==================== design 1
Figure 1. Signal metal coverage by tile (design 1).
The die is cut into 32 by 32 equal tiles; black is low, pale yellow is high, scaled to the fullest tile. Values are wire area over tile area, all layers added.
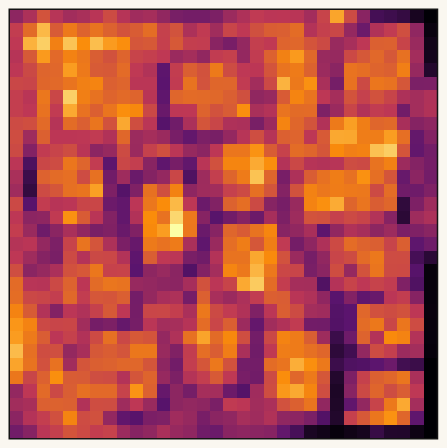

**config.mk**
```make
export PLATFORM = sky130hd
export DESIGN_NAME = aes_round_ctrl
export DESIGN_NICKNAME = d
export VERILOG_FILES = /design/src/rtl/aes_pkg.sv /design/src/rtl/aes_round_unit.sv /design/src/rtl/aes_round_ctrl.sv
export SDC_FILE = /design/constraint.sdc
export NUM_CORES = 2
export LEC_CHECK = 0
export CAP_MARGIN = 30
export CORE_AREA = 10 10 637 639
export CTS_CLUSTER_SIZE = 10
export DETAILED_ROUTE_END_ITERATION = 6
export DIE_AREA = 0 0 647 649
export PLACE_DENSITY_LB_ADDON = 0.1
export SLEW_MARGIN = 20
export SYNTH_ARGS = -nofsm -noshare
export SYNTH_HDL_FRONTEND = slang
export SYNTH_HIERARCHICAL = 1
export SYNTH_SLANG_ARGS = --single-unit
export TNS_END_PERCENT = 20
```
**constraint.sdc**
```tcl
create_clock -name clk -period 4.43 [get_ports clk]
set_input_delay 0.886 -clock clk [delete_from_list [all_inputs] [get_ports clk]]
set_output_delay 0.886 -clock clk [all_outputs]
set_load 0.1 [all_outputs]
```
**src/rtl/aes_pkg.sv**
```systemverilog
// Shared AES-128 constants, FSM state type and round-step helper functions.
package aes_pkg;

    localparam int AES_NR = 10;
    localparam int BLK_W  = 128;
    localparam int KS_W   = 1408;

    typedef enum logic {
        IDLE,
        RUN
    } fsm_e;

    // Forward S-box, entry 0 in the most significant byte.
    localparam logic [0:255][7:0] SBOX = {
        128'h637c777bf26b6fc53001672bfed7ab76,
        128'hca82c97dfa5947f0add4a2af9ca472c0,
        128'hb7fd9326363ff7cc34a5e5f171d83115,
        128'h04c723c31896059a071280e2eb27b275,
        128'h09832c1a1b6e5aa0523bd6b329e32f84,
        128'h53d100ed20fcb15b6acbbe394a4c58cf,
        128'hd0efaafb434d338545f9027f503c9fa8,
        128'h51a3408f929d38f5bcb6da2110fff3d2,
        128'hcd0c13ec5f974417c4a77e3d645d1973,
        128'h60814fdc222a908846eeb814de5e0bdb,
        128'he0323a0a4906245cc2d3ac629195e479,
        128'he7c8376d8dd54ea96c56f4ea657aae08,
        128'hba78252e1ca6b4c6e8dd741f4bbd8b8a,
        128'h703eb5664803f60e613557b986c11d9e,
        128'he1f8981169d98e949b1e87e9ce5528df,
        128'h8ca1890dbfe6426841992d0fb054bb16
    };

    function automatic logic [7:0] sbox(input logic [7:0] b);
        return SBOX[b];
    endfunction

    function automatic logic [7:0] xtime(input logic [7:0] b);
        return {b[6:0], 1'b0} ^ (b[7] ? 8'h1b : 8'h00);
    endfunction

    function automatic logic [31:0] mix_col(input logic [31:0] c);
        logic [7:0] a0, a1, a2, a3;
        a0 = c[31:24];
        a1 = c[23:16];
        a2 = c[15:8];
        a3 = c[7:0];
        return {
            xtime(a0) ^ xtime(a1) ^ a1 ^ a2 ^ a3,
            a0 ^ xtime(a1) ^ xtime(a2) ^ a2 ^ a3,
            a0 ^ a1 ^ xtime(a2) ^ xtime(a3) ^ a3,
            xtime(a0) ^ a0 ^ a1 ^ a2 ^ xtime(a3)
        };
    endfunction

    function automatic logic [BLK_W-1:0] sub_bytes(input logic [BLK_W-1:0] s);
        logic [BLK_W-1:0] o;
        for (int i = 0; i < 16; i++) begin
            o[127-8*i -: 8] = sbox(s[127-8*i -: 8]);
        end
        return o;
    endfunction

    // Byte i sits at row i%4, column i/4; row r rotates left by r columns.
    function automatic logic [BLK_W-1:0] shift_rows(input logic [BLK_W-1:0] s);
        logic [BLK_W-1:0] o;
        for (int c = 0; c < 4; c++) begin
            for (int r = 0; r < 4; r++) begin
                o[127-8*(4*c+r) -: 8] = s[127-8*(4*((c+r)%4)+r) -: 8];
            end
        end
        return o;
    endfunction

    function automatic logic [BLK_W-1:0] mix_columns(input logic [BLK_W-1:0] s);
        logic [BLK_W-1:0] o;
        for (int c = 0; c < 4; c++) begin
            o[127-32*c -: 32] = mix_col(s[127-32*c -: 32]);
        end
        return o;
    endfunction

    function automatic logic [BLK_W-1:0] rk(
        input logic [KS_W-1:0] key,
        input logic [3:0]      r
    );
        return key[KS_W-1-128*int'(r) -: 128];
    endfunction

endpackage

```
**src/rtl/aes_round_unit.sv**
```systemverilog
// Combinational AES round: SubBytes, ShiftRows, MixColumns (skipped on the
// final round) and AddRoundKey.
module aes_round_unit
    import aes_pkg::*;
(
    input  logic [BLK_W-1:0] st,
    input  logic [BLK_W-1:0] rkey,
    input  logic             last,
    output logic [BLK_W-1:0] nxt
);

    logic [BLK_W-1:0] sr;

    always_comb begin
        sr  = shift_rows(sub_bytes(st));
        nxt = (last ? sr : mix_columns(sr)) ^ rkey;
    end

endmodule

```
**src/rtl/aes_round_ctrl.sv**
```systemverilog
// Iterative AES-128 encryption sequencer, one round per clock over Nr = 10.
// Define AES_CTRL_ABORT_EN to add an `abort` input that cancels a running block.
module aes_round_ctrl
    import aes_pkg::*;
(
    input  logic             clk,
    input  logic             rst,
    input  logic             start,
`ifdef AES_CTRL_ABORT_EN
    input  logic             abort,
`endif
    input  logic [KS_W-1:0]  key,
    input  logic [BLK_W-1:0] state,
    output logic [BLK_W-1:0] out,
    output logic             busy,
    output logic             done,
    output logic [3:0]       round
);

    fsm_e             fsm_q, fsm_d;
    logic [BLK_W-1:0] st_q, st_d;
    logic [BLK_W-1:0] out_q, out_d;
    logic             busy_q, busy_d;
    logic             done_q, done_d;
    logic [3:0]       round_q, round_d;

    logic             abort_w;
    logic             last;
    logic [BLK_W-1:0] rnd_out;

`ifdef AES_CTRL_ABORT_EN
    assign abort_w = abort;
`else
    assign abort_w = 1'b0;
`endif

    assign last = (round_q == 4'(AES_NR));

    aes_round_unit u_round (
        .st   (st_q),
        .rkey (rk(key, round_q)),
        .last (last),
        .nxt  (rnd_out)
    );

    always_comb begin
        fsm_d   = fsm_q;
        st_d    = st_q;
        out_d   = out_q;
        busy_d  = busy_q;
        done_d  = 1'b0;
        round_d = round_q;
        unique case (fsm_q)
            IDLE: begin
                if (start) begin
                    st_d    = state ^ rk(key, 4'd0);
                    round_d = 4'd1;
                    busy_d  = 1'b1;
                    fsm_d   = RUN;
                end
            end
            RUN: begin
                // Abort wins over the final-round completion.
                if (abort_w) begin
                    busy_d  = 1'b0;
                    round_d = 4'd0;
                    fsm_d   = IDLE;
                end else if (last) begin
                    out_d   = rnd_out;
                    done_d  = 1'b1;
                    busy_d  = 1'b0;
                    round_d = 4'd0;
                    fsm_d   = IDLE;
                end else begin
                    st_d    = rnd_out;
                    round_d = round_q + 4'd1;
                end
            end
            default: begin
                fsm_d = IDLE;
            end
        endcase
    end

    always_ff @(posedge clk) begin
        if (!rst) begin
            fsm_q   <= IDLE;
            st_q    <= '0;
            out_q   <= '0;
            busy_q  <= 1'b0;
            done_q  <= 1'b0;
            round_q <= 4'd0;
        end else begin
            fsm_q   <= fsm_d;
            st_q    <= st_d;
            out_q   <= out_d;
            busy_q  <= busy_d;
            done_q  <= done_d;
            round_q <= round_d;
        end
    end

    assign out   = out_q;
    assign busy  = busy_q;
    assign done  = done_q;
    assign round = round_q;

endmodule

```
==================== design 2
<file path="src/rtl/uart_tx_param.sv">
// uart_tx_param: UART transmitter with a one-word holding register, optional even/odd parity and one or two stop bits.
// Line, busy and done are registered; tx_ready is combinational from reset, enable and holding-register state.
module uart_tx_param #(
    parameter int DATA_WIDTH   = 8,
    parameter int CLKS_PER_BIT = 16
) (
    input  logic                  clk,
    input  logic                  rst,
    input  logic                  tx_enable,
    input  logic                  tx_valid,
    output logic                  tx_ready,
    input  logic [DATA_WIDTH-1:0] tx_data_in,
    input  logic [1:0]            parity_mode,
    input  logic                  two_stop,
    output logic                  tx_data_out,
    output logic                  busy,
    output logic                  done
);
    localparam int CW = $clog2(CLKS_PER_BIT);
    localparam int BW = $clog2(DATA_WIDTH);
    typedef enum logic [2:0] {IDLE, START, DATA, PARITY, STOP} state_t;
    state_t                state;
    logic [CW-1:0]         baud;
    logic [BW-1:0]         bit_cnt;
    logic [DATA_WIDTH-1:0] sh, hold_data, ld_data;
    logic [1:0]            hold_pm, ld_pm;
    logic                  hold_full, hold_ts, ld_ts, fr_ts, fr_par_en, fr_par;
    logic                  accept, bit_end, last_stop, frame_end, shift_free, load_hold, load_in;
    // The shift stage counts as free in the last cycle of a frame so the next word starts with no idle gap.
    always_comb begin
        tx_ready   = tx_enable && !hold_full && !rst;
        accept     = tx_valid && tx_ready;
        bit_end    = baud == CW'(CLKS_PER_BIT - 1);
        last_stop  = state == STOP && bit_cnt == BW'(fr_ts);
        frame_end  = last_stop && bit_end;
        shift_free = state == IDLE || frame_end;
        load_hold  = shift_free && tx_enable && hold_full;
        load_in    = shift_free && accept;
        ld_data    = load_hold ? hold_data : tx_data_in;
        ld_pm      = load_hold ? hold_pm : parity_mode;
        ld_ts      = load_hold ? hold_ts : two_stop;
    end
    always_ff @(posedge clk) begin
        if (rst) begin
            state       <= IDLE;
            baud        <= '0;
            bit_cnt     <= '0;
            hold_full   <= 1'b0;
            tx_data_out <= 1'b1;
            busy        <= 1'b0;
            done        <= 1'b0;
        end else begin
            done <= last_stop && baud == CW'(CLKS_PER_BIT - 2);
            if (accept && !load_in) begin
                hold_full <= 1'b1;
                hold_data <= tx_data_in;
                hold_pm   <= parity_mode;
                hold_ts   <= two_stop;
            end else if (load_hold) begin
                hold_full <= 1'b0;
            end
            if (load_hold || load_in) begin
                state       <= START;
                baud        <= '0;
                bit_cnt     <= '0;
                sh          <= ld_data;
                fr_par_en   <= ld_pm[0] ^ ld_pm[1];
                fr_par      <= ^ld_data ^ ld_pm[1];
                fr_ts       <= ld_ts;
                tx_data_out <= 1'b0;
                busy        <= 1'b1;
            end else if (frame_end) begin
                state       <= IDLE;
                baud        <= '0;
                bit_cnt     <= '0;
                tx_data_out <= 1'b1;
                busy        <= 1'b0;
            end else if (state != IDLE) begin
                baud <= bit_end ? '0 : baud + 1'b1;
                if (bit_end) begin
                    case (state)
                        START: begin
                            state       <= DATA;
                            bit_cnt     <= '0;
                            tx_data_out <= sh[0];
                        end
                        DATA: begin
                            if (bit_cnt == BW'(DATA_WIDTH - 1)) begin
                                state       <= fr_par_en ? PARITY : STOP;
                                bit_cnt     <= '0;
                                tx_data_out <= fr_par_en ? fr_par : 1'b1;
                            end else begin
                                bit_cnt     <= bit_cnt + 1'b1;
                                sh          <= sh >> 1;
                                tx_data_out <= sh[1];
                            end
                        end
                        PARITY: begin
                            state       <= STOP;
                            bit_cnt     <= '0;
                            tx_data_out <= 1'b1;
                        end
                        STOP: begin
                            bit_cnt     <= bit_cnt + 1'b1;
                            tx_data_out <= 1'b1;
                        end
                        default: state <= IDLE;
                    endcase
                end
            end
        end
    end
endmodule
</file>
<file path="config.mk">
export PLATFORM = sky130hd
export DESIGN_NAME = uart_tx_param
export DESIGN_NICKNAME = d
export VERILOG_FILES = /design/src/rtl/uart_tx_param.sv
export SDC_FILE = /design/constraint.sdc
export NUM_CORES = 1
export LEC_CHECK = 0
export CAP_MARGIN = 10
export CORE_UTILIZATION = 35
export DETAILED_ROUTE_END_ITERATION = 6
export PLACE_DENSITY = 0.58
export SYNTH_ARGS = -nofsm -noshare
export SYNTH_HDL_FRONTEND = slang
export SYNTH_SLANG_ARGS = --single-unit
</file>
<file path="constraint.sdc">
create_clock -name clk -period 4.5 [get_ports clk]
set_clock_uncertainty 0.15 [all_clocks]
set_input_delay 0.675 -clock clk [delete_from_list [all_inputs] [get_ports clk]]
set_output_delay 0.675 -clock clk [all_outputs]
set_load 0.05 [all_outputs]
</file>
Figure 2. Sequential cells colored by netlist name (design 2).
Other sequential cells in the stronger gray, the rest of the logic in the fainter gray.
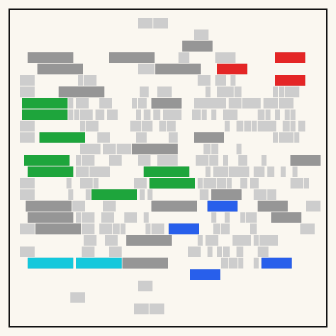
[green] sh | sequential cells: 8 | where: middle left
[red] bit_cnt | sequential cells: 3
[cyan] hold_pm | sequential cells: 2
[blue] baud | sequential cells: 4
FF/Latch Area: 941 um^2
Util after Layout: 0.425
flop share of the area: 0.431

==> flow_summary.rst, design 2 <==
Physical design figures
=======================

.. list-table::
   :header-rows: 1

   * - Metric
     - Value
   * - Met2 Usage GRT
     - 0.224
   * - Dpl hpwl
     - 2530 um
   * - Met1 global-route usage
     - 0.182
   * - Final setup violation count
     - 0
   * - Data required time at the worst endpoint
     - ~3700 ps
   * - Wire length on met1
     - about 1800 um
   * - I/O pin cnt
     - 19
   * - Fraction of registers with async set or reset after synthesis
     - 0
   * - Floorplan die height
     - 75.3 um
   * - Worst setup SP type
     - input port
   * - Fraction of layout cells with a size suffix above 1
     - 0.0650
   * - Critical path's top delay family
     - buffers and inverters
   * - Peak-usage layer in the global routing report
     - met2
   * - Tally of buffers added on design ports
     - 18
   * - Post-Syn Area
     - around 1900 um^2
   * - Synth cell count leaders
     - 30 x sky130_fd_sc_hd__nand2_1, 22 x sky130_fd_sc_hd__edfxtp_1, 15 x sky130_fd_sc_hd__nor2_1, 15 x sky130_fd_sc_hd__xnor2_1, 14 x sky130_fd_sc_hd__dfxtp_1
   * - Post-synthesis instance total
     - between 150 and 200
   * - Run status
     - finished clean
   * - Global-route wire length before repair
     - 5770 um
   * - Largest driver fanout on the critical path
     - 10
   * - Buffer and inverter count on the worst path
     - 2
   * - Beginning of the worst register-to-register path
     - state[1]
   * - Total gr overflow
     - 0
   * - Drt drc
     - 0
   * - Post-synthesis cell type count
     - 44
   * - Worst path depth
     - 3
   * - Row Count
     - 26
   * - Most frequent cell after synthesis
     - sky130_fd_sc_hd__nand2_1
   * - Setup repair after global routing missed its margin
     - no
   * - Length of the first detailed-routing pass in iterations
     - 5
design 2: registers in the layout, summed over array words and instances (netlist names), 2 cells and up:
name       cells
baud           4
state          3
hold_data      8
sh             8
bit_cnt        3
hold_pm        2
design 2: placed cells by master, fill, tap and decap left out, drive strengths merged, types with 3 or more instances in the layout:
| cell | synthesis | final |
|---|---|---|
| o21ai | 5 | 5 |
| dfxtp | 14 | 14 |
| clkdlybuf4s50 | 0 | 18 |
| xnor2 | 15 | 15 |
| inv | 4 | 4 |
| mux2i | 3 | 3 |
| a21oi | 8 | 8 |
| ha | 4 | 4 |
| nand3 | 4 | 4 |
| nand2 | 30 | 30 |
| a32oi | 8 | 8 |
| edfxtp | 22 | 22 |
| a31oi | 3 | 3 |
| xor2 | 5 | 5 |
| nor2 | 16 | 16 |
| clkbuf | 7 | 6 |
design 2: area by class of cell:
type	count	area (um^2)
well taps	70	87.6
clock inverters	2	11.3
repair buffers	19	188
flip-flops and latches	36	941
inverters	4	15.0
multi-input cells	133	870
fillers	541	2960
clock buffers	6	72.6
Figure 3. Sequential cells colored by netlist name (design 1).
Other sequential cells in the stronger gray, the rest of the logic in the fainter gray.
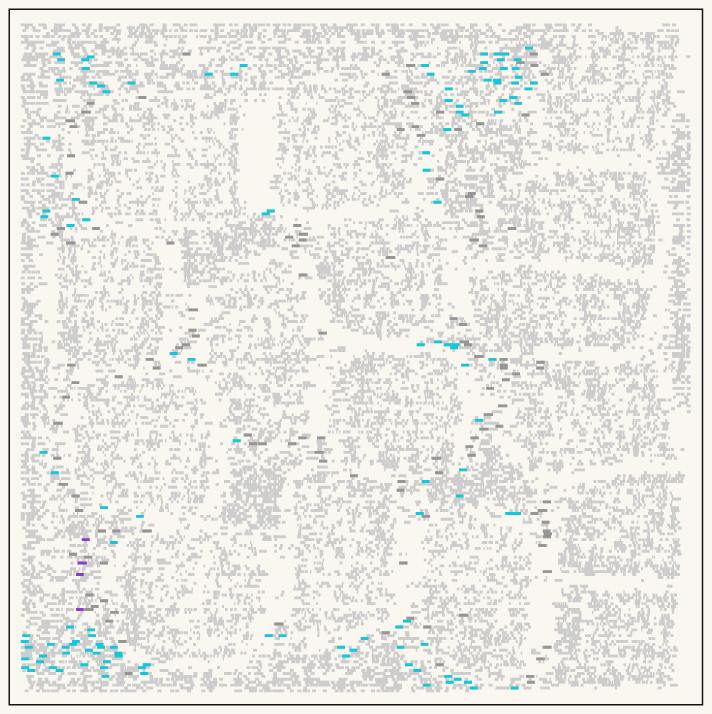
[cyan] out | sequential cells: 128 | where: spread over the die
[purple] round | sequential cells: 4 | where: lower left
not colored: 131

Figure 4. Metal 3 (design 1).
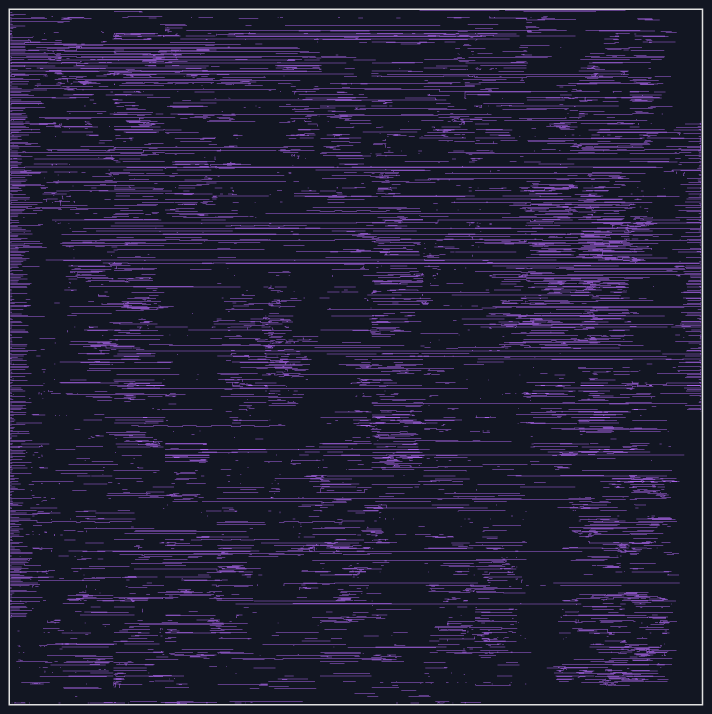
longest straight run: 577 um
share of all routed wire: 9.7%
nets with wire on the layer: 3296
main direction: horizontal
wire length on this layer: 86.7 mm
M3 GR Usage: 0.105
final wirelength: 892000 um

## Picture notes: Figure 1
fullest tile: 0.73
densest ninth of the die: upper left
tiles over half the peak: 54%
nearly empty tiles: 1.0%
mean over tiles: 0.37
emptiest ninth of the die: lower right
via count: 128182
Wirelength per Cell: 42.1 um

==> flow_summary.rst, design 1 <==
Physical design figures
=======================

.. list-table::
   :header-rows: 1

   * - Metric
     - Value
   * - Run status
     - finished with violations
   * - Violated checks
     - design-rule violations, negative setup slack
   * - Tally of buffers added on design ports
     - 1672
   * - Non-filler cells, final
     - 21189
   * - Peak-usage layer in the global routing report
     - met2
   * - Basic-gate share of the synthesized area counting and, or, nand and nor cells
     - 0.225
   * - Headroom to the max-slew limit
     - 0.152
   * - Post-route clock period utilization
     - 1.06
   * - Worst setup SP type
     - register
   * - Crit-path max cell delay
     - around 740 ps
   * - Mux cell area share after synthesis
     - 0.156
   * - Max-slew violation count
     - 0
   * - Dpl hpwl
     - 747000 um
   * - Setup repair after global routing missed its margin
     - yes
   * - Setup slack after layout
     - -261 ps
   * - Met1 global-route usage
     - 0.502
   * - Start-to-end type of the worst setup path
     - register to register
   * - Final setup violation count
     - 10
   * - DR WL met3
     - 86700 um
   * - Non-clock buffer instance count of the final layout
     - 5323
   * - Post-detailed-route count of antenna-violating nets
     - 0
   * - Length of the first detailed-routing pass in iterations
     - 7
   * - Fill cell instance count of the final layout
     - between 40000 and 50000
   * - Drt drc
     - 4
   * - Sequential cell count
     - 263
   * - Slew at the pin with the worst max-slew slack
     - 1260 ps
==> design 1: sequential cells by signal (all words and copies together) (netlist names) <==
register / flops
busy: 1
done: 1
st_q: 128
fsm_q: 1
out: 128
round: 4
==> design 1: cells in the final DEF, fill, tap and decap left out, types with 240 or more instances in the layout <==
cell type / instances
sky130_fd_sc_hd__mux2i_1: 309
sky130_fd_sc_hd__buf_4: 3299
sky130_fd_sc_hd__nand2_1: 995
sky130_fd_sc_hd__o211ai_1: 374
sky130_fd_sc_hd__o21ai_0: 769
sky130_fd_sc_hd__clkdlybuf4s50_1: 1634
sky130_fd_sc_hd__diode_2: 240
sky130_fd_sc_hd__buf_12: 254
sky130_fd_sc_hd__xnor2_1: 339
sky130_fd_sc_hd__nand3_1: 307
sky130_fd_sc_hd__mux4_2: 389
sky130_fd_sc_hd__nor2_1: 676
sky130_fd_sc_hd__nor3_1: 307
sky130_fd_sc_hd__a21oi_1: 751
sky130_fd_sc_hd__nand2b_1: 396
sky130_fd_sc_hd__nor2b_1: 301


==> notes/layouts.md <==
Pictures saved along the way, in no particular order.

Port wiring.
(a)
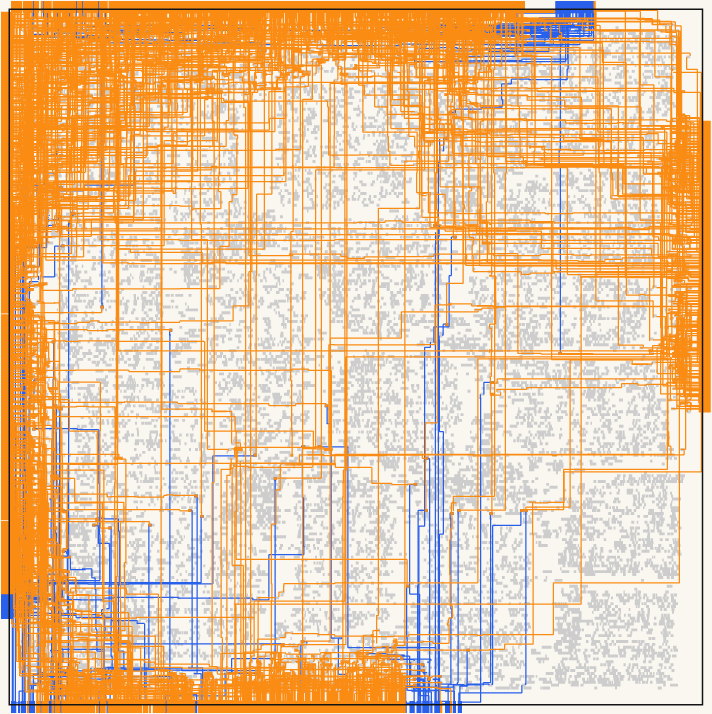
(b)
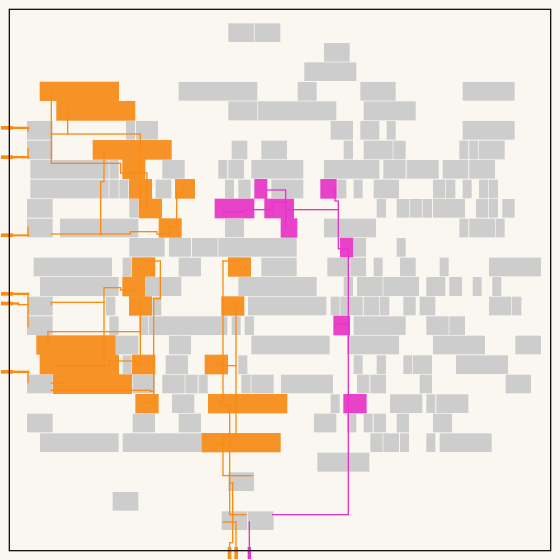
- most cells: (a)
| from | picture |
|---|---|
| design 2 | (b) |
| design 1 | (a) |

